# io_slave_flat

Fig. 1: io_slave_flat, placement by cell class
Scale: 4 px per um.
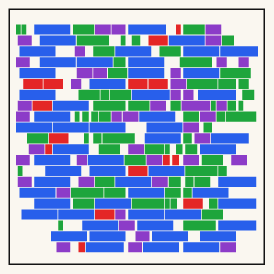

==> config.mk <==
export PLATFORM = sky130hd
export DESIGN_NAME = io_slave_flat
export DESIGN_NICKNAME = d
export VERILOG_FILES = /design/src/rtl/io_slave_pkg.sv /design/src/rtl/io_slave_if.sv /design/src/rtl/io_slave_timer.sv /design/src/rtl/io_slave.sv /design/src/flat_wrapper.sv
export SDC_FILE = /design/constraint.sdc
export NUM_CORES = 1
export LEC_CHECK = 0
export CAP_MARGIN = 20
export CORE_UTILIZATION = 55
export DETAILED_ROUTE_END_ITERATION = 12
export DONT_BUFFER_PORTS = 1
export PLACE_DENSITY = 0.73
export SLEW_MARGIN = 25
export SYNTH_ARGS = -nofsm -noshare
export SYNTH_HDL_FRONTEND = slang
export SYNTH_SLANG_ARGS = --single-unit
==> constraint.sdc <==
create_clock -name clk -period 1 [get_ports clk]
set_input_delay 0.2 -clock clk [delete_from_list [all_inputs] [get_ports clk]]
set_output_delay 0.2 -clock clk [all_outputs]
set_load 0.03 [all_outputs]
==> src/rtl/io_slave_pkg.sv <==
// Shared constants for the CPU-bus I/O responder: register offsets,
// TSTAT bit positions and the bus data width.
package io_pkg;

    localparam int DW = 8;

    localparam logic [2:0] OFF_LEDR  = 3'd0;
    localparam logic [2:0] OFF_LEDG  = 3'd1;
    localparam logic [2:0] OFF_SW    = 3'd2;
    localparam logic [2:0] OFF_KEY   = 3'd3;
    localparam logic [2:0] OFF_TCNT  = 3'd4;
    localparam logic [2:0] OFF_TPRE  = 3'd5;
    localparam logic [2:0] OFF_TCMP  = 3'd6;
    localparam logic [2:0] OFF_TSTAT = 3'd7;

    localparam int TSTAT_FLAG = 0;
    localparam int TSTAT_EN   = 1;

    typedef logic [DW-1:0] io_byte_t;

endpackage

==> src/rtl/io_slave_if.sv <==
// CPU byte-bus connection between the bus initiator (master) and the
// I/O responder (slave): address, write data/strobe, registered read data and hit.
interface io_slave_if;
    import io_pkg::*;

    logic [15:0]   addr;
    logic [DW-1:0] wdata;
    logic          we;
    logic [DW-1:0] rdata;
    logic          hit;

    modport master (
        output addr,
        output wdata,
        output we,
        input  rdata,
        input  hit
    );

    modport slave (
        input  addr,
        input  wdata,
        input  we,
        output rdata,
        output hit
    );

endinterface

==> src/rtl/io_slave_timer.sv <==
// Prescaled 8-bit timer: TCNT/TPRE/TCMP/TSTAT, compare match that reloads
// TCNT with 0 on the same tick, and a sticky match flag driving irq_o.
module io_timer
    import io_pkg::*;
(
    input  logic          clk,
    input  logic          rst_n,
    input  logic          wr_tcnt_i,
    input  logic          wr_tpre_i,
    input  logic          wr_tcmp_i,
    input  logic          wr_tstat_i,
    input  logic [DW-1:0] wdata_i,
    output logic [DW-1:0] tcnt_o,
    output logic [DW-1:0] tpre_o,
    output logic [DW-1:0] tcmp_o,
    output logic [DW-1:0] tstat_o,
    output logic          irq_o
);

    logic [DW-1:0] tcnt_q, tcnt_d;
    logic [DW-1:0] pcnt_q, pcnt_d;
    logic [DW-1:0] tpre_q, tpre_d;
    logic [DW-1:0] tcmp_q, tcmp_d;
    logic          flag_q, flag_d;
    logic          en_q,   en_d;
    logic          tick;
    logic          match;

    always_comb begin
        tick   = en_q && (pcnt_q == tpre_q);
        match  = tick && (tcnt_q == tcmp_q);
        tcnt_d = tcnt_q;
        pcnt_d = pcnt_q;
        tpre_d = tpre_q;
        tcmp_d = tcmp_q;
        en_d   = en_q;

        if (en_q) begin
            if (tick) begin
                pcnt_d = '0;
                tcnt_d = match ? '0 : tcnt_q + 8'd1;
            end else begin
                pcnt_d = pcnt_q + 8'd1;
            end
        end

        // Software writes override the count advance on the same edge.
        if (wr_tcnt_i) begin
            tcnt_d = '0;
            pcnt_d = '0;
        end
        if (wr_tpre_i) begin
            tpre_d = wdata_i;
            pcnt_d = '0;
        end
        if (wr_tcmp_i) begin
            tcmp_d = wdata_i;
        end
        if (wr_tstat_i) begin
            en_d = wdata_i[TSTAT_EN];
        end

        // A match on the clearing edge keeps the flag set.
        flag_d = (flag_q & ~(wr_tstat_i & wdata_i[TSTAT_FLAG])) | match;
    end

    always_ff @(posedge clk or negedge rst_n) begin
        if (!rst_n) begin
            tcnt_q <= '0;
            pcnt_q <= '0;
            tpre_q <= '0;
            tcmp_q <= '0;
            flag_q <= 1'b0;
            en_q   <= 1'b0;
        end else begin
            tcnt_q <= tcnt_d;
            pcnt_q <= pcnt_d;
            tpre_q <= tpre_d;
            tcmp_q <= tcmp_d;
            flag_q <= flag_d;
            en_q   <= en_d;
        end
    end

    always_comb begin
        tstat_o             = '0;
        tstat_o[TSTAT_FLAG] = flag_q;
        tstat_o[TSTAT_EN]   = en_q;
    end

    assign tcnt_o = tcnt_q;
    assign tpre_o = tpre_q;
    assign tcmp_o = tcmp_q;
    assign irq_o  = flag_q;

endmodule

==> src/rtl/io_slave.sv <==
// Memory-mapped I/O responder on an 8-byte window of the CPU byte bus: LEDs,
// synchronized switches/keys with sticky press flags, and the timer when IO_TIMER_EN is defined.
module io_slave
    import io_pkg::*;
#(
    parameter logic [15:0] BASE        = 16'h2000,
    parameter int          SYNC_STAGES = 2
) (
    input  logic          clk,
    input  logic          rst_n,
    io_slave_if.slave     bus,
    output logic [DW-1:0] ledr_o,
    output logic [DW-1:0] ledg_o,
    input  logic [DW-1:0] sw_i,
    input  logic [3:0]    key_i,
    output logic          tmr_irq_o
);

    logic          sel;
    logic [2:0]    off;
    logic          wr_ledr, wr_ledg, wr_key;

    logic [DW-1:0] ledr_q, ledr_d;
    logic [DW-1:0] ledg_q, ledg_d;
    logic [3:0]    kflag_q, kflag_d;
    logic [3:0]    key_prev_q;
    logic [3:0]    key_s;
    logic [3:0]    key_rise;
    logic [DW-1:0] sw_s;
    logic [DW-1:0] rd_mux;
    logic [DW-1:0] rdata_q, rdata_d;
    logic          hit_q;

    logic [SYNC_STAGES-1:0][DW-1:0] sw_sync_q;
    logic [SYNC_STAGES-1:0][3:0]    key_sync_q;

    assign sel     = (bus.addr[15:3] == BASE[15:3]);
    assign off     = bus.addr[2:0];
    assign wr_ledr = bus.we & sel & (off == OFF_LEDR);
    assign wr_ledg = bus.we & sel & (off == OFF_LEDG);
    assign wr_key  = bus.we & sel & (off == OFF_KEY);

    // Keys are active-low on the pins; invert before synchronizing so 1 = pressed.
    always_ff @(posedge clk or negedge rst_n) begin
        if (!rst_n) begin
            sw_sync_q  <= '0;
            key_sync_q <= '0;
            key_prev_q <= '0;
        end else begin
            sw_sync_q  <= {sw_sync_q[SYNC_STAGES-2:0], sw_i};
            key_sync_q <= {key_sync_q[SYNC_STAGES-2:0], ~key_i};
            key_prev_q <= key_s;
        end
    end

    assign sw_s     = sw_sync_q[SYNC_STAGES-1];
    assign key_s    = key_sync_q[SYNC_STAGES-1];
    assign key_rise = key_s & ~key_prev_q;

    always_comb begin
        ledr_d  = wr_ledr ? bus.wdata : ledr_q;
        ledg_d  = wr_ledg ? bus.wdata : ledg_q;
        kflag_d = (kflag_q & ~(wr_key ? bus.wdata[7:4] : 4'h0)) | key_rise;
    end

    always_ff @(posedge clk or negedge rst_n) begin
        if (!rst_n) begin
            ledr_q  <= '0;
            ledg_q  <= '0;
            kflag_q <= '0;
        end else begin
            ledr_q  <= ledr_d;
            ledg_q  <= ledg_d;
            kflag_q <= kflag_d;
        end
    end

`ifdef IO_TIMER_EN
    logic          wr_tcnt, wr_tpre, wr_tcmp, wr_tstat;
    logic [DW-1:0] tcnt, tpre, tcmp, tstat;
    logic          timer_irq;

    assign wr_tcnt  = bus.we & sel & (off == OFF_TCNT);
    assign wr_tpre  = bus.we & sel & (off == OFF_TPRE);
    assign wr_tcmp  = bus.we & sel & (off == OFF_TCMP);
    assign wr_tstat = bus.we & sel & (off == OFF_TSTAT);

    io_timer u_timer (
        .clk        (clk),
        .rst_n      (rst_n),
        .wr_tcnt_i  (wr_tcnt),
        .wr_tpre_i  (wr_tpre),
        .wr_tcmp_i  (wr_tcmp),
        .wr_tstat_i (wr_tstat),
        .wdata_i    (bus.wdata),
        .tcnt_o     (tcnt),
        .tpre_o     (tpre),
        .tcmp_o     (tcmp),
        .tstat_o    (tstat),
        .irq_o      (timer_irq)
    );

    assign tmr_irq_o = timer_irq;
`else
    assign tmr_irq_o = 1'b0;
`endif

    // Read mux sees pre-edge register values, so a read during a write returns old data.
    always_comb begin
        rd_mux = '0;
        case (off)
            OFF_LEDR:  rd_mux = ledr_q;
            OFF_LEDG:  rd_mux = ledg_q;
            OFF_SW:    rd_mux = sw_s;
            OFF_KEY:   rd_mux = {kflag_q, key_s};
`ifdef IO_TIMER_EN
            OFF_TCNT:  rd_mux = tcnt;
            OFF_TPRE:  rd_mux = tpre;
            OFF_TCMP:  rd_mux = tcmp;
            OFF_TSTAT: rd_mux = tstat;
`endif
            default:   rd_mux = '0;
        endcase
        rdata_d = sel ? rd_mux : '0;
    end

    always_ff @(posedge clk or negedge rst_n) begin
        if (!rst_n) begin
            rdata_q <= '0;
            hit_q   <= 1'b0;
        end else begin
            rdata_q <= rdata_d;
            hit_q   <= sel;
        end
    end

    assign bus.rdata = rdata_q;
    assign bus.hit   = hit_q;
    assign ledr_o    = ledr_q;
    assign ledg_o    = ledg_q;

endmodule

==> src/flat_wrapper.sv <==
// flat-port wrapper written by rule: the top's interface ports become plain ports
module io_slave_flat import io_pkg::*;
#(
    parameter logic [15:0] BASE        = 16'h2000,
    parameter int          SYNC_STAGES = 2
)
  (clk, rst_n, ledr_o, ledg_o, sw_i, key_i, tmr_irq_o, bus_addr, bus_wdata, bus_we, bus_rdata, bus_hit);
  io_slave_if bus_i ();
  input  logic clk;
  input  logic rst_n;
  output logic [DW-1:0] ledr_o;
  output logic [DW-1:0] ledg_o;
  input  logic [DW-1:0] sw_i;
  input  logic [3:0] key_i;
  output logic tmr_irq_o;
  input wire logic [$bits(bus_i.addr)-1:0] bus_addr;
  input wire logic [$bits(bus_i.wdata)-1:0] bus_wdata;
  input wire logic [$bits(bus_i.we)-1:0] bus_we;
  output wire logic [$bits(bus_i.rdata)-1:0] bus_rdata;
  output wire logic [$bits(bus_i.hit)-1:0] bus_hit;
  assign bus_i.addr = bus_addr;
  assign bus_i.wdata = bus_wdata;
  assign bus_i.we = bus_we;
  assign bus_rdata = bus_i.rdata;
  assign bus_hit = bus_i.hit;
  io_slave #(.BASE(BASE), .SYNC_STAGES(SYNC_STAGES)) u_core (.clk(clk), .rst_n(rst_n), .bus(bus_i), .ledr_o(ledr_o), .ledg_o(ledg_o), .sw_i(sw_i), .key_i(key_i), .tmr_irq_o(tmr_irq_o));
endmodule
# arbitro_bus_tristate

## src/rtl/arbitro_pkg.sv

```systemverilog
// ----------------------------------------------------------------------------
// arbitro_pkg
// Shared definitions for the tri-state bus arbiter:
//   NREQ            number of requesters sharing the bus
//   ANCHO_SEL       width of the 3-to-8 decoder select
//   estado_t        arbiter state: LIBRE (idle), ASIGNADO (granted),
//                   GIRO (turnaround, no driver on the bus)
//   indice_a_codigo maps a requester index to the decoder select (~i)
// ----------------------------------------------------------------------------
package arbitro_pkg;

    localparam int NREQ      = 8;
    localparam int ANCHO_SEL = 3;

    typedef enum logic [1:0] {
        LIBRE,
        ASIGNADO,
        GIRO
    } estado_t;

    // The board decoder is wired inverted: index 0 drives select 3'b111.
    // The mapping is its own inverse, so it also recovers the index from
    // the select.
    function automatic logic [ANCHO_SEL-1:0] indice_a_codigo(
        input logic [ANCHO_SEL-1:0] indice
    );
        return ~indice;
    endfunction

endpackage

```

## src/rtl/selector_rr.sv

```systemverilog
// ----------------------------------------------------------------------------
// selector_rr
// Combinational round-robin picker. The search starts one position after
// the last winner and wraps around.
// Ports:
//   solicitud [NREQ-1:0]      in   request vector
//   puntero   [ANCHO_SEL-1:0] in   index of the last winner
//   valido                    out  at least one request is pending
//   indice    [ANCHO_SEL-1:0] out  chosen requester (meaningful when valido)
// ----------------------------------------------------------------------------
module selector_rr
    import arbitro_pkg::*;
(
    input  logic [NREQ-1:0]      solicitud,
    input  logic [ANCHO_SEL-1:0] puntero,
    output logic                 valido,
    output logic [ANCHO_SEL-1:0] indice
);

    logic [NREQ-1:0]      rotada;
    logic [ANCHO_SEL-1:0] desplaz;

    // Rotate so that bit 0 is the requester right after puntero, find the
    // lowest set bit, then undo the rotation by adding the offset back.
    // NOTE: every variable gets a default at the top of always_comb, so no
    // path leaves it unassigned and no latch is inferred.
    always_comb begin
        rotada  = '0;
        desplaz = '0;
        for (int k = 0; k < NREQ; k++) begin
            rotada[k] = solicitud[puntero + ANCHO_SEL'(k + 1)];
        end
        // Scanning downwards lets the lowest set bit win.
        for (int k = NREQ - 1; k >= 0; k--) begin
            if (rotada[k]) begin
                desplaz = ANCHO_SEL'(k);
            end
        end
    end

    assign valido = |solicitud;
    // Three-bit arithmetic wraps modulo NREQ on its own.
    assign indice = puntero + desplaz + ANCHO_SEL'(1);

endmodule

```

## src/rtl/arbitro_bus_tristate.sv

```systemverilog
// ----------------------------------------------------------------------------
// arbitro_bus_tristate
// Round-robin arbiter sharing one tri-state bus among 8 requesters. It
// drives the select of a 3-to-8 decoder plus a drive-enable gating the
// decoder outputs. A turnaround gap with no driver separates grants.
//
// Parameters:
//   TGIRO  turnaround cycles with no driver between grants (>=1)
//   NMAX   max grant length in cycles, used only with ARB_TIMEOUT_EN (>=2)
// Configuration macro:
//   ARB_TIMEOUT_EN  when defined, a grant is forcibly released after NMAX
//                   cycles; otherwise it lasts until the request drops.
// Ports:
//   Reloj       in   clock, rising edge
//   Reset       in   synchronous reset, active-high
//   Solicitud   in   [7:0] level requests, held until served
//   Concesion   out  [7:0] one-hot grant, registered
//   Codigo      out  [2:0] decoder select, index i -> ~i
//   Habilitado  out  bus drive enable, high only while a grant is active
//   Ocupado     out  high whenever the arbiter is not idle
// ----------------------------------------------------------------------------
module arbitro_bus_tristate
    import arbitro_pkg::*;
#(
    parameter int TGIRO = 1,
    parameter int NMAX  = 16
) (
    input  logic                 Reloj,
    input  logic                 Reset,
    input  logic [NREQ-1:0]      Solicitud,
    output logic [NREQ-1:0]      Concesion,
    output logic [ANCHO_SEL-1:0] Codigo,
    output logic                 Habilitado,
    output logic                 Ocupado
);

    if (TGIRO < 1 || NMAX < 2) begin : g_parametros_invalidos
        $error("arbitro_bus_tristate: TGIRO must be >= 1 and NMAX >= 2");
    end

    localparam int ANCHO_GIRO = (TGIRO > 1) ? $clog2(TGIRO) : 1;
    localparam logic [ANCHO_GIRO-1:0] GIRO_ULTIMO = ANCHO_GIRO'(TGIRO - 1);

    estado_t               estado, estado_sig;
    logic [ANCHO_SEL-1:0]  puntero, puntero_sig;
    logic [ANCHO_GIRO-1:0] giro_cnt, giro_sig;
    logic [NREQ-1:0]       conc_sig;
    logic [ANCHO_SEL-1:0]  codigo_sig;
    logic                  hab_sig;
    logic                  liberar;
    logic                  valido;
    logic [ANCHO_SEL-1:0]  indice;
    logic [ANCHO_SEL-1:0]  g;

`ifdef ARB_TIMEOUT_EN
    localparam int ANCHO_CNT = $clog2(NMAX);
    localparam logic [ANCHO_CNT-1:0] CNT_ULTIMO = ANCHO_CNT'(NMAX - 1);
    logic [ANCHO_CNT-1:0] contador, contador_sig;
`endif

    selector_rr u_selector (
        .solicitud (Solicitud),
        .puntero   (puntero),
        .valido    (valido),
        .indice    (indice)
    );

    // Codigo holds ~g for the whole grant, so the owner is recovered from
    // it instead of keeping a second copy of the index.
    assign g = indice_a_codigo(Codigo);

    always_comb begin
        estado_sig = estado;
        puntero_sig = puntero;
        giro_sig = giro_cnt;
        conc_sig = Concesion;
        codigo_sig = Codigo;
        hab_sig = Habilitado;
        liberar = 1'b0;
`ifdef ARB_TIMEOUT_EN
        contador_sig = contador;
`endif
        case (estado)
            LIBRE: begin
                if (valido) begin
                    estado_sig = ASIGNADO;
                    conc_sig   = NREQ'(1) << indice;
                    codigo_sig = indice_a_codigo(indice);
                    hab_sig    = 1'b1;
`ifdef ARB_TIMEOUT_EN
                    contador_sig = '0;
`endif
                end
            end
            ASIGNADO: begin
`ifdef ARB_TIMEOUT_EN
                liberar = !Solicitud[g] || (contador == CNT_ULTIMO);
                contador_sig = contador + 1'b1;
`else
                liberar = !Solicitud[g];
`endif
                // Codigo keeps its last value so the decoder select never
                // glitches while the bus is undriven.
                if (liberar) begin
                    estado_sig  = GIRO;
                    conc_sig    = '0;
                    hab_sig     = 1'b0;
                    puntero_sig = g;
                    giro_sig    = '0;
                end
            end
            GIRO: begin
                if (giro_cnt == GIRO_ULTIMO) begin
                    estado_sig = LIBRE;
                end else begin
                    giro_sig = giro_cnt + 1'b1;
                end
            end
            default: estado_sig = LIBRE;
        endcase
    end

    // NOTE: reset is synchronous, so it is tested inside the clocked block
    // and every register, outputs included, takes its reset value on the
    // same edge regardless of state.
    always_ff @(posedge Reloj) begin
        if (Reset) begin
            // NOTE: state is updated with non-blocking assignments so every
            // register samples the pre-edge values computed in always_comb.
            estado     <= LIBRE;
            puntero    <= '1;
            giro_cnt   <= '0;
            Concesion  <= '0;
            Codigo     <= '1;
            Habilitado <= 1'b0;
            Ocupado    <= 1'b0;
`ifdef ARB_TIMEOUT_EN
            contador   <= '0;
`endif
        end else begin
            estado     <= estado_sig;
            puntero    <= puntero_sig;
            giro_cnt   <= giro_sig;
            Concesion  <= conc_sig;
            Codigo     <= codigo_sig;
            Habilitado <= hab_sig;
            Ocupado    <= (estado_sig != LIBRE);
`ifdef ARB_TIMEOUT_EN
            contador   <= contador_sig;
`endif
        end
    end

endmodule

```

## config.mk

```make
export PLATFORM = sky130hd
export DESIGN_NAME = arbitro_bus_tristate
export DESIGN_NICKNAME = d
export VERILOG_FILES = /design/src/rtl/arbitro_pkg.sv /design/src/rtl/selector_rr.sv /design/src/rtl/arbitro_bus_tristate.sv
export SDC_FILE = /design/constraint.sdc
export NUM_CORES = 1
export LEC_CHECK = 0
export CORE_UTILIZATION = 25
export CTS_CLUSTER_DIAMETER = 200
export DETAILED_ROUTE_END_ITERATION = 8
export SKIP_LAST_GASP = 1
export SLEW_MARGIN = 20
export SYNTH_ARGS = -nofsm -noshare
export SYNTH_HDL_FRONTEND = slang
export SYNTH_HIERARCHICAL = 1
export SYNTH_SLANG_ARGS = --single-unit
```

## constraint.sdc

```tcl
create_clock -name Reloj -period 4.6 [get_ports Reloj]
set_input_delay 1.38 -clock Reloj [delete_from_list [all_inputs] [get_ports Reloj]]
set_output_delay 1.38 -clock Reloj [all_outputs]
set_load 0.01 [all_outputs]
```

# cpu_run_ctrl

--- src/rtl/run_ctrl_pkg.sv ---
// Shared types and defaults for the cpu_run_ctrl run sequencer.
package run_ctrl_pkg;

    typedef enum logic [2:0] {
        StIdle,
        StReset,
        StRun,
        StDone,
        StTimeout
    } run_state_e;

    localparam int unsigned DefWdogLimit = 32'h0000_00FF;
    localparam int unsigned DefRstCycles = 2;

endpackage

--- src/rtl/run_ctrl_wdog.sv ---
// Saturating enabled-cycle counter; hit_o flags the WDOG_LIMIT-th enabled cycle in progress.
module run_ctrl_wdog #(
    parameter int unsigned WDOG_W     = 16,
    parameter int unsigned WDOG_LIMIT = 255
) (
    input  logic              clk_i,
    input  logic              rst_ni,
    input  logic              clr_i,
    input  logic              en_i,
    output logic [WDOG_W-1:0] count_o,
    output logic              hit_o
);

    logic [WDOG_W-1:0] count_q, count_d;

    always_comb begin
        count_d = count_q;
        if (clr_i) begin
            count_d = '0;
        end else if (en_i && (count_q != '1)) begin
            count_d = count_q + 1'b1;
        end
    end

    always_ff @(posedge clk_i or negedge rst_ni) begin
        if (!rst_ni) begin
            count_q <= '0;
        end else begin
            count_q <= count_d;
        end
    end

    assign count_o = count_q;
    assign hit_o   = (count_q == WDOG_W'(WDOG_LIMIT - 1));

endmodule

--- src/rtl/cpu_run_ctrl.sv ---
// Run sequencer for the single-cycle core: reset at start PC, run until end PC or watchdog.
// Define RUN_CTRL_STEP_EN to add step_mode/step single-cycle stepping in RUN.
module cpu_run_ctrl
    import run_ctrl_pkg::*;
#(
    parameter int unsigned ADDR_W     = 64,
    parameter int unsigned WDOG_W     = 16,
    parameter int unsigned WDOG_LIMIT = DefWdogLimit,
    parameter int unsigned RST_CYCLES = DefRstCycles
) (
    input  logic              CLK,
    input  logic              resetl,
    input  logic              start,
    input  logic              abort,
    input  logic [ADDR_W-1:0] startpc_in,
    input  logic [ADDR_W-1:0] endpc_in,
    input  logic [ADDR_W-1:0] currentpc,
`ifdef RUN_CTRL_STEP_EN
    input  logic              step_mode,
    input  logic              step,
`endif
    output logic              cpu_resetl,
    output logic [ADDR_W-1:0] cpu_startpc,
    output logic              cpu_clk_en,
    output logic              busy,
    output logic              done,
    output logic              timeout,
    output logic [WDOG_W-1:0] cycle_count
);

    localparam int unsigned RstW = $clog2(RST_CYCLES + 1);

    run_state_e        state_q, state_d;
    logic [RstW-1:0]   rst_cnt_q, rst_cnt_d;
    logic [ADDR_W-1:0] startpc_q, startpc_d;
    logic [ADDR_W-1:0] endpc_q, endpc_d;
    logic              cpu_resetl_q, cpu_resetl_d;
    logic              clk_en_q, clk_en_d;
    logic              busy_q, busy_d;
    logic              done_q, done_d;
    logic              timeout_q, timeout_d;
    logic              accept, run_en, step_ok, wdog_clr, wdog_hit;

    assign accept = start && !abort;
    // Only cycles where the core actually advanced count toward checks.
    assign run_en = (state_q == StRun) && clk_en_q;

`ifdef RUN_CTRL_STEP_EN
    assign step_ok = !step_mode || step;
`else
    assign step_ok = 1'b1;
`endif

    always_comb begin
        state_d   = state_q;
        rst_cnt_d = '0;
        startpc_d = startpc_q;
        endpc_d   = endpc_q;
        wdog_clr  = 1'b0;
        unique case (state_q)
            StIdle, StDone, StTimeout: begin
                if (accept) begin
                    state_d   = StReset;
                    startpc_d = startpc_in;
                    endpc_d   = endpc_in;
                    wdog_clr  = 1'b1;
                end
            end
            StReset: begin
                if (abort) begin
                    state_d = StIdle;
                end else if (rst_cnt_q == RstW'(RST_CYCLES - 1)) begin
                    state_d = StRun;
                end else begin
                    rst_cnt_d = rst_cnt_q + 1'b1;
                end
            end
            StRun: begin
                if (abort) begin
                    state_d = StIdle;
                end else if (run_en) begin
                    if (currentpc >= endpc_q) begin
                        state_d = StDone;
                    end else if (wdog_hit) begin
                        state_d = StTimeout;
                    end
                end
            end
            default: state_d = StIdle;
        endcase

        // Outputs are registered, so they are decoded from the next state.
        cpu_resetl_d = (state_d == StRun) || (state_d == StDone) || (state_d == StTimeout);
        clk_en_d     = (state_d == StReset) || ((state_d == StRun) && step_ok);
        busy_d       = (state_d == StReset) || (state_d == StRun);
        done_d       = (state_d == StDone);
        timeout_d    = (state_d == StTimeout);
    end

    always_ff @(posedge CLK or negedge resetl) begin
        if (!resetl) begin
            state_q      <= StIdle;
            rst_cnt_q    <= '0;
            startpc_q    <= '0;
            endpc_q      <= '0;
            cpu_resetl_q <= 1'b0;
            clk_en_q     <= 1'b0;
            busy_q       <= 1'b0;
            done_q       <= 1'b0;
            timeout_q    <= 1'b0;
        end else begin
            state_q      <= state_d;
            rst_cnt_q    <= rst_cnt_d;
            startpc_q    <= startpc_d;
            endpc_q      <= endpc_d;
            cpu_resetl_q <= cpu_resetl_d;
            clk_en_q     <= clk_en_d;
            busy_q       <= busy_d;
            done_q       <= done_d;
            timeout_q    <= timeout_d;
        end
    end

    run_ctrl_wdog #(
        .WDOG_W     (WDOG_W),
        .WDOG_LIMIT (WDOG_LIMIT)
    ) u_wdog (
        .clk_i   (CLK),
        .rst_ni  (resetl),
        .clr_i   (wdog_clr),
        .en_i    (run_en),
        .count_o (cycle_count),
        .hit_o   (wdog_hit)
    );

    assign cpu_resetl  = cpu_resetl_q;
    assign cpu_startpc = startpc_q;
    assign cpu_clk_en  = clk_en_q;
    assign busy        = busy_q;
    assign done        = done_q;
    assign timeout     = timeout_q;

endmodule
--- config.mk ---
export PLATFORM = sky130hd
export DESIGN_NAME = cpu_run_ctrl
export DESIGN_NICKNAME = d
export VERILOG_FILES = /design/src/rtl/run_ctrl_pkg.sv /design/src/rtl/run_ctrl_wdog.sv /design/src/rtl/cpu_run_ctrl.sv
export SDC_FILE = /design/constraint.sdc
export NUM_CORES = 1
export LEC_CHECK = 0
export ABC_AREA = 1
export CAP_MARGIN = 5
export CORE_ASPECT_RATIO = 0.7
export CORE_MARGIN = 2
export CORE_UTILIZATION = 30
export DETAILED_ROUTE_END_ITERATION = 8
export PLACE_DENSITY = 0.54
export SETUP_SLACK_MARGIN = 0.5
export SYNTH_ARGS = -nofsm -noshare
export SYNTH_HDL_FRONTEND = slang
export SYNTH_SLANG_ARGS = --single-unit
--- constraint.sdc ---
create_clock -name CLK -period 5.4 [get_ports CLK]
set_input_delay 0.54 -clock CLK [delete_from_list [all_inputs] [get_ports CLK]]
set_output_delay 0.54 -clock CLK [all_outputs]
set_load 0.05 [all_outputs]
# camera_capture_param

[src/rtl/camera_capture_param.sv]
// Camera frame capture: assembles byte pairs into pixels (RGB444/RGB565/Y8), with optional
// 2x decimation, dense write addressing, frame skipping after enable and bounds checking.
module camera_capture_param #(
    parameter int H_ACTIVE    = 640,
    parameter int V_ACTIVE    = 480,
    parameter int ADDR_W      = 19,
    parameter int PIX_W       = 16,
    parameter int SKIP_FRAMES = 2
) (
    input  logic              pclk,
    input  logic              rst,
    input  logic              enable,
    input  logic              vsync,
    input  logic              href,
    input  logic [7:0]        data,
    input  logic [1:0]        fmt,
    input  logic              decim,
    output logic [ADDR_W-1:0] pix_addr,
    output logic [PIX_W-1:0]  pix_data,
    output logic              pix_we,
    output logic              frame_done,
    output logic              frame_ok,
    output logic              overflow
);
    localparam int CW = $clog2(H_ACTIVE + 1) + 1;
    localparam int LW = $clog2(V_ACTIVE + 1) + 1;
    localparam int SW = (SKIP_FRAMES > 0) ? $clog2(SKIP_FRAMES + 1) : 1;
    localparam logic [CW-1:0]     H_LIM     = CW'(H_ACTIVE);
    localparam logic [LW-1:0]     V_LIM     = LW'(V_ACTIVE);
    localparam logic [SW-1:0]     SKIP_N    = SW'(SKIP_FRAMES);
    localparam logic [ADDR_W-1:0] ADDR_LAST = ADDR_W'(H_ACTIVE * V_ACTIVE - 1);

    typedef enum logic [1:0] {IDLE_OFF, SKIP, WAIT, CAPTURE} state_t;

    state_t            state, state_nxt;
    logic              vs_s1, vs_s2, href_s1, href_s2;
    logic [7:0]        data_s1;
    logic              vs_fall, vs_rise, href_fall;
    logic [SW-1:0]     skip_cnt;
    logic              cap_act, frame_start, frame_end;
    logic              phase;
    logic [7:0]        byte0;
    logic [CW-1:0]     col;
    logic [LW-1:0]     line, line_inc, line_end;
    logic [ADDR_W-1:0] addr_cnt;
    logic [1:0]        fmt_q;
    logic              decim_q;
    logic              col_ok, line_ok, keep, pix_step, wr_fire, ovf_set;
    logic [PIX_W-1:0]  pix_asm;

    always_ff @(posedge pclk or posedge rst) begin
        if (rst) begin
            vs_s1   <= 1'b0;
            vs_s2   <= 1'b0;
            href_s1 <= 1'b0;
            href_s2 <= 1'b0;
            data_s1 <= '0;
        end else begin
            vs_s1   <= vsync;
            vs_s2   <= vs_s1;
            href_s1 <= href;
            href_s2 <= href_s1;
            data_s1 <= data;
        end
    end

    assign vs_fall   = vs_s2 & ~vs_s1;
    assign vs_rise   = ~vs_s2 & vs_s1;
    assign href_fall = href_s2 & ~href_s1;

    always_ff @(posedge pclk or posedge rst) begin
        if (rst) begin
            skip_cnt <= '0;
        end else if (state != SKIP) begin
            skip_cnt <= '0;
        end else if (vs_fall && skip_cnt != SKIP_N) begin
            skip_cnt <= skip_cnt + 1'b1;
        end
    end

    always_ff @(posedge pclk or posedge rst) begin
        if (rst) begin
            state <= IDLE_OFF;
        end else begin
            state <= state_nxt;
        end
    end

    always_comb begin
        state_nxt = state;
        if (!enable) begin
            state_nxt = IDLE_OFF;
        end else begin
            case (state)
                IDLE_OFF: state_nxt = SKIP;
                SKIP:     if (skip_cnt == SKIP_N) state_nxt = WAIT;
                WAIT:     if (vs_fall) state_nxt = CAPTURE;
                CAPTURE:  if (vs_rise) state_nxt = WAIT;
                default:  state_nxt = IDLE_OFF;
            endcase
        end
    end

    // A vs_fall inside CAPTURE is a missed frame end: restart without frame_done.
    always_comb begin
        cap_act     = 1'b0;
        frame_start = 1'b0;
        frame_end   = 1'b0;
        if (enable) begin
            case (state)
                WAIT: frame_start = vs_fall;
                CAPTURE: begin
                    cap_act     = ~vs_fall;
                    frame_start = vs_fall;
                    frame_end   = vs_rise;
                end
                default: ;
            endcase
        end
    end

    always_comb begin
        col_ok   = col < H_LIM;
        line_ok  = line < V_LIM;
        keep     = ~decim_q | (~col[0] & ~line[0]);
        pix_step = cap_act & href_s1 & phase;
        wr_fire  = pix_step & col_ok & line_ok & keep;
        ovf_set  = cap_act & href_s1 & (~line_ok | (phase & ~col_ok));
        line_inc = (line == '1) ? line : line + 1'b1;
        line_end = (cap_act & href_fall) ? line_inc : line;
        pix_asm  = '0;
        case (fmt_q)
            2'd1:    pix_asm[15:0] = {byte0, data_s1};
            2'd2:    pix_asm[7:0]  = byte0;
            default: pix_asm[11:0] = {byte0[3:0], data_s1};
        endcase
    end

    always_ff @(posedge pclk or posedge rst) begin
        if (rst) begin
            pix_addr   <= '0;
            pix_data   <= '0;
            pix_we     <= 1'b0;
            frame_done <= 1'b0;
            frame_ok   <= 1'b0;
            overflow   <= 1'b0;
            addr_cnt   <= '0;
            col        <= '0;
            line       <= '0;
            phase      <= 1'b0;
            byte0      <= '0;
            fmt_q      <= '0;
            decim_q    <= 1'b0;
        end else begin
            pix_we     <= wr_fire;
            frame_done <= frame_end;
            if (frame_end) begin
                frame_ok <= (line_end == V_LIM) & ~(overflow | ovf_set);
            end
            if (wr_fire) begin
                pix_addr <= addr_cnt;
                pix_data <= pix_asm;
                addr_cnt <= (addr_cnt == ADDR_LAST) ? addr_cnt : addr_cnt + 1'b1;
            end
            if (frame_start) begin
                fmt_q    <= fmt;
                decim_q  <= decim;
                addr_cnt <= '0;
                col      <= '0;
                line     <= '0;
                phase    <= 1'b0;
                overflow <= 1'b0;
            end else if (cap_act) begin
                if (ovf_set) overflow <= 1'b1;
                if (href_s1) begin
                    if (!phase) begin
                        byte0 <= data_s1;
                        phase <= 1'b1;
                    end else begin
                        phase <= 1'b0;
                        col   <= (col == '1) ? col : col + 1'b1;
                    end
                end else if (href_fall) begin
                    // A dangling odd byte is dropped here.
                    phase <= 1'b0;
                    line  <= line_inc;
                    col   <= '0;
                end
            end
        end
    end

endmodule

[config.mk]
export PLATFORM = sky130hd
export DESIGN_NAME = camera_capture_param
export DESIGN_NICKNAME = d
export VERILOG_FILES = /design/src/rtl/camera_capture_param.sv
export SDC_FILE = /design/constraint.sdc
export NUM_CORES = 1
export LEC_CHECK = 0
export CORE_MARGIN = 2
export CORE_UTILIZATION = 57
export CTS_BUF_LIST = sky130_fd_sc_hd__clkbuf_4 sky130_fd_sc_hd__clkbuf_8 sky130_fd_sc_hd__clkbuf_16
export DETAILED_ROUTE_END_ITERATION = 8
export PLACE_DENSITY = 0.81
export SLEW_MARGIN = 20
export SYNTH_ARGS = -nofsm -noshare
export SYNTH_HDL_FRONTEND = slang
export SYNTH_SLANG_ARGS = --single-unit
[constraint.sdc]
create_clock -name pclk -period 11.1 [get_ports pclk]
set_input_delay 2.22 -clock pclk [delete_from_list [all_inputs] [get_ports pclk]]
set_output_delay 2.22 -clock pclk [all_outputs]
set_load 0.02 [all_outputs]
Fig. 2: camera_capture_param, port wiring
Scale: 4 px per um.
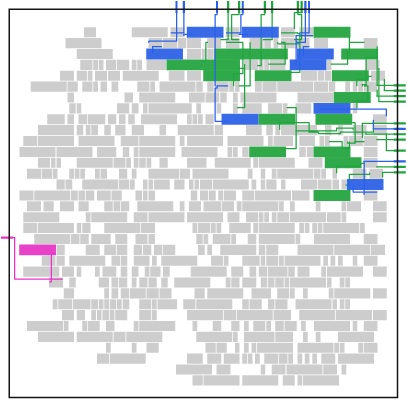
[`data`] blue | direction: input | end cells: 8 | buffers: 8 | wire: 158 um
[`frame_done`] magenta | direction: output | end cells: 1 | buffers: 1 | wire: 31.5 um
[`pix_data`] green | direction: output | end cells: 16 | buffers: 16 | wire: 361 um

==> impl_metrics.tcl, camera_capture_param <==
# collected from the flow reports
set metrics [dict create \
    synthArstFlopShare 1.00 \
    numPortBuffers 54 \
    first_global_vias 3553 \
    clock-sinks 107 \
    grt.met3_usage 0.0491 \
    tns_ps 0 \
    cts_buffer_depth 2 \
    pwr-share-clk 0.345 \
    warnings 26 \
    drc_errors 0 \
    synthFlopType "dfrtp_1" \
    fillCellCount 628 \
    hold_end "vs_s2" \
    ys_ff 107 \
    routed_wl_mm 9.46 \
    status "complete, no violations" \
    dr.pass1.iters 5 \
    die_x_um 96.7 \
    top_layer "met4" \
    cap_violations 0 \
    grt_overflow 0 \
    layout_top_cell "dfrtp_1" \
    synthAoiAreaFrac 0.0687 \
    r2r_cells 6 \
    largestPowerGroup "sequential cells" \
    inverters_excl_clock 4 \
    met2_length_mm 4.68 \
    cts_hold_buf 0 \
]
camera_capture_param: registers in the layout, indices dropped and copies added, names as in the netlist, 2 cells and up:
| register | cells |
|---|---|
| addr_cnt | 19 |
| byte0 | 8 |
| col | 11 |
| data_s1 | 8 |
| fmt_q | 2 |
| line | 10 |
| pix_addr | 19 |
| pix_data | 16 |
| skip_cnt | 2 |
| state | 2 |
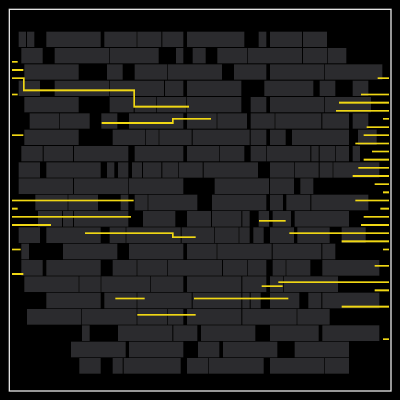
Fig. 3. Met3 routing (io_slave_flat).
Scale: 6 px per um. Cells faint in the background.
share of all routed wire: 6.8%
longest straight run: 20.0 um
met3 Use GR: 0.0888
final wirelength: 4.22 mm
Vias: 1241

Notes on Fig. 1 above:
[remaining buffers and delay cells] purple | cells: 43
[remaining logic cells] green | cells: 66
[clock drivers and dummy loads] red | cells: 15
[sequential cells] blue | cells: 57
Final Core Density: 0.817
sequential share of cell area: 0.508
core area: 3470 um2
fin area: 2830 um2
num rows: 21

==> impl_metrics.tcl, io_slave_flat <==
# collected from the flow reports
set metrics [dict create \
    comb-power_mw 0.142 \
    cap_violations 0 \
    critPathLaunch "bus_addr[4]" \
    crit_end "u_core.ledr_o[4]" \
    ant_nets 0 \
    synth.mux.area_fraction 0.174 \
    logic_gate_count 57 \
    r2r-start "u_core.kflag_q[3]" \
    htreeDepth 3 \
    irDropWorstVdd_uv 1560 \
    holdWs_ps -431 \
    seq-power_mw 2.38 \
    status "finished with violations" \
    max_stage_delay_ps 330 \
    diodes 0 \
    warnings 31 \
    final_hold_viol_count 57 \
    synth.avg_cell_area_um2 16.3 \
    grt_antenna_before_repair 0 \
    fin_total_pwr_mw 4.28 \
    path_cells "nor4_4, nand4_2, nor4_4, buf_6, mux2_2" \
    setup_ws_ps -247 \
    yosys-top-cells-area "dfrtp_1, mux2_2, mux4_2" \
    fin_crit_sh 1.25 \
    violations "negative hold slack, negative setup slack" \
    finalSetupViolations 41 \
    cp.buffers_inverters 1 \
    clk-power_mw 1.75 \
]
io_slave_flat: synthesized netlist by cell type (2+ instances only):
master,n
mux4_2,8
mux2_2,16
nor2b_1,8
nand4_1,5
buf_2,2
o21ai_0,8
nor4_2,2
inv_1,9
dfrtp_1,57
io_slave_flat: stage by stage:
stage	util	setup TNS [ps]	instance area, um2	setup slack (ps)	std cells
after floorplan	-	-10790	2140	-579	127
after global placement	0.683	-11710	2370	-555	195
after detailed placement	0.683	-12180	2370	-585	195
after CTS	0.804	-4960	2790	-245	226
after global routing	0.817	-7780	2830	-305	227
final	0.817	-5680	2830	-247	227
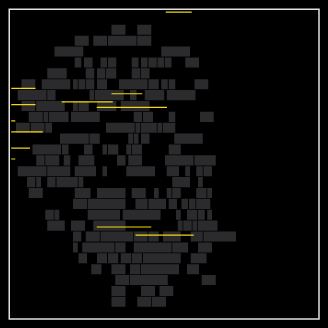
Fig. 4. Met3 routing (arbitro_bus_tristate).
Scale: 4 px per um. Cells faint in the background.
share of all routed wire: 3.0%
main direction: horizontal
wire length on this layer: 95.7 um
met3 Use GR: 0.0226
Vias: 1165
final wirelength: 3.16 mm

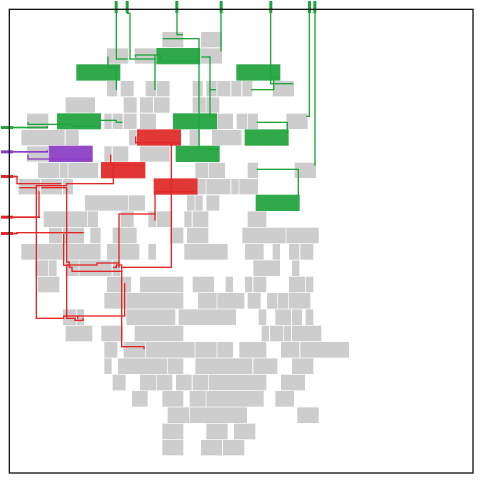
Fig. 5. Port wiring (arbitro_bus_tristate).
Scale: 6 px per um.
[`Codigo`] red | direction: output | end cells: 3 | buffers: 3 | wire: 236 um
[`Concesion`] green | direction: output | end cells: 8 | buffers: 8 | wire: 207 um
[`Ocupado`] purple | direction: output | end cells: 1 | buffers: 1 | wire: 17.2 um
PortBufs: 22
# IOs: 23

==> impl_metrics.tcl, arbitro_bus_tristate <==
# collected from the flow reports
set metrics [dict create \
    status "complete, no violations" \
    cp.buffers_inverters 2 \
    synthAoiAreaFrac 0.132 \
    p_int_mw 0.700 \
    seq-power_mw 0.278 \
    buffer_area_frac 0.172 \
    cts_buffer_depth 2 \
    critical_path.max_fanout 4 \
    htreeDepth 1 \
    finalInstanceArea_um2 1810 \
    fp_util 0.267 \
    cts_hold_buf 0 \
    critPathKind "in2reg" \
    grt_pass1_wl_mm 5.51 \
    cp-start-kind "primary input" \
    edf_count 0 \
    setup_ws_ps 200 \
    synth.avg_cell_area_um2 10.1 \
    ys_top_logic_family "multiplexers" \
    top_cell_area_share 0.256 \
    fillCellCount 550 \
]
-- arbitro_bus_tristate: path summary, 6_finish.rpt --
| path | slack [ps] | from | depth (start not counted) | endpoint |
|---|---|---|---|---|
| worst max register to register | 840 | puntero[0] | 14 | Concesion[3] |
| worst max-delay path | 200 | Solicitud[0] | 13 | Concesion[3] |
| worst min register to register | 460 | Concesion[2] | 2 | Concesion[2] |
| worst min-delay path | 460 | Concesion[2] | 2 | Concesion[2] |
-- arbitro_bus_tristate: state kept, by name, summed over array words and instances (netlist names) --
name and count:
Ocupado 1, estado 2, Habilitado 1, puntero 3
Concesion 8, Codigo 3
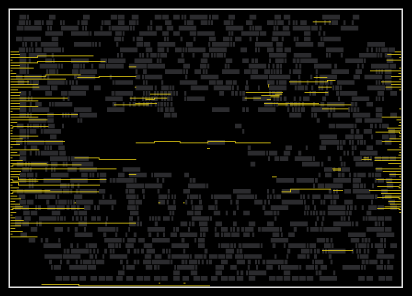
Fig. 6. Met3 routing (cpu_run_ctrl).
Scale: 2 px per um. Cells faint in the background.
share of all routed wire: 8.0%
main direction: horizontal

==> impl_metrics.tcl, cpu_run_ctrl <==
# collected from the flow reports
set metrics [dict create \
    status "complete, no violations" \
    synthFlopType "dfrtp_1" \
    ys_seq_frac 0.496 \
    first_global_vias 6645 \
    hp-class "in2async" \
    cts_hold_buf 0 \
    ys_types 30 \
    cp.required_ps 5690 \
    cp.depth 15 \
    drt-met1-wl_mm 10.8 \
    power_leakage_nw 5.51 \
    grt_overflow 0 \
    largestPowerGroup "combinational logic" \
    synthXorXnorAreaFrac 0 \
    clock-sinks 153 \
    fin_crit_sh 0.440 \
    r2r_end "endpc_q[56]" \
    cpMostUsedCell "nand2_1" \
    max_stage_delay_ps 400 \
    syn_to_final_growth_pct 48.1 \
    top_area_cell "dfrtp_1" \
    maxSlewViolCount 0 \
    reg2reg_slack_ps 3140 \
    gp_congestion 0.799 \
]
[cpu_run_ctrl: registers in the layout, indices dropped and copies added, names as in the netlist]
name / flops
cpu_startpc: 64
endpc_q: 64
u_wdog.count_o: 16
state_q: 3
rst_cnt_q: 2
busy: 1
cpu_resetl: 1
done: 1
timeout: 1
[cpu_run_ctrl: kinds of logic after synthesis]
group | Yosys count
compound gates | 130
fa+ha+maj | 66
buf+inv | 143
flops | 153
simple gates | 446


==> layout pictures side by side <==
Placement by cell class.
image #1
Scale: 3 px per um.
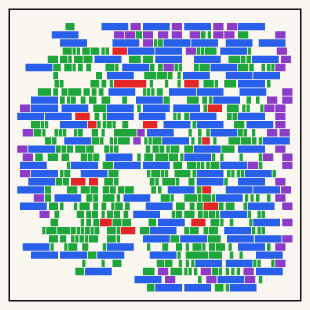
image #2
Scale: 1.5 px per um.
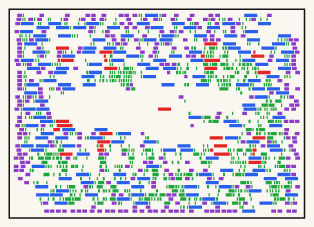
image #3
Scale: 4 px per um.
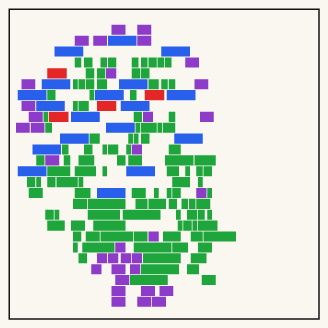
arbitro_bus_tristate -> image #3
camera_capture_param -> image #1
cpu_run_ctrl -> image #2
The one with the smallest die is image #3.
The one with the highest utilization is image #1.

Power is estimated from default activity; no workload was simulated.
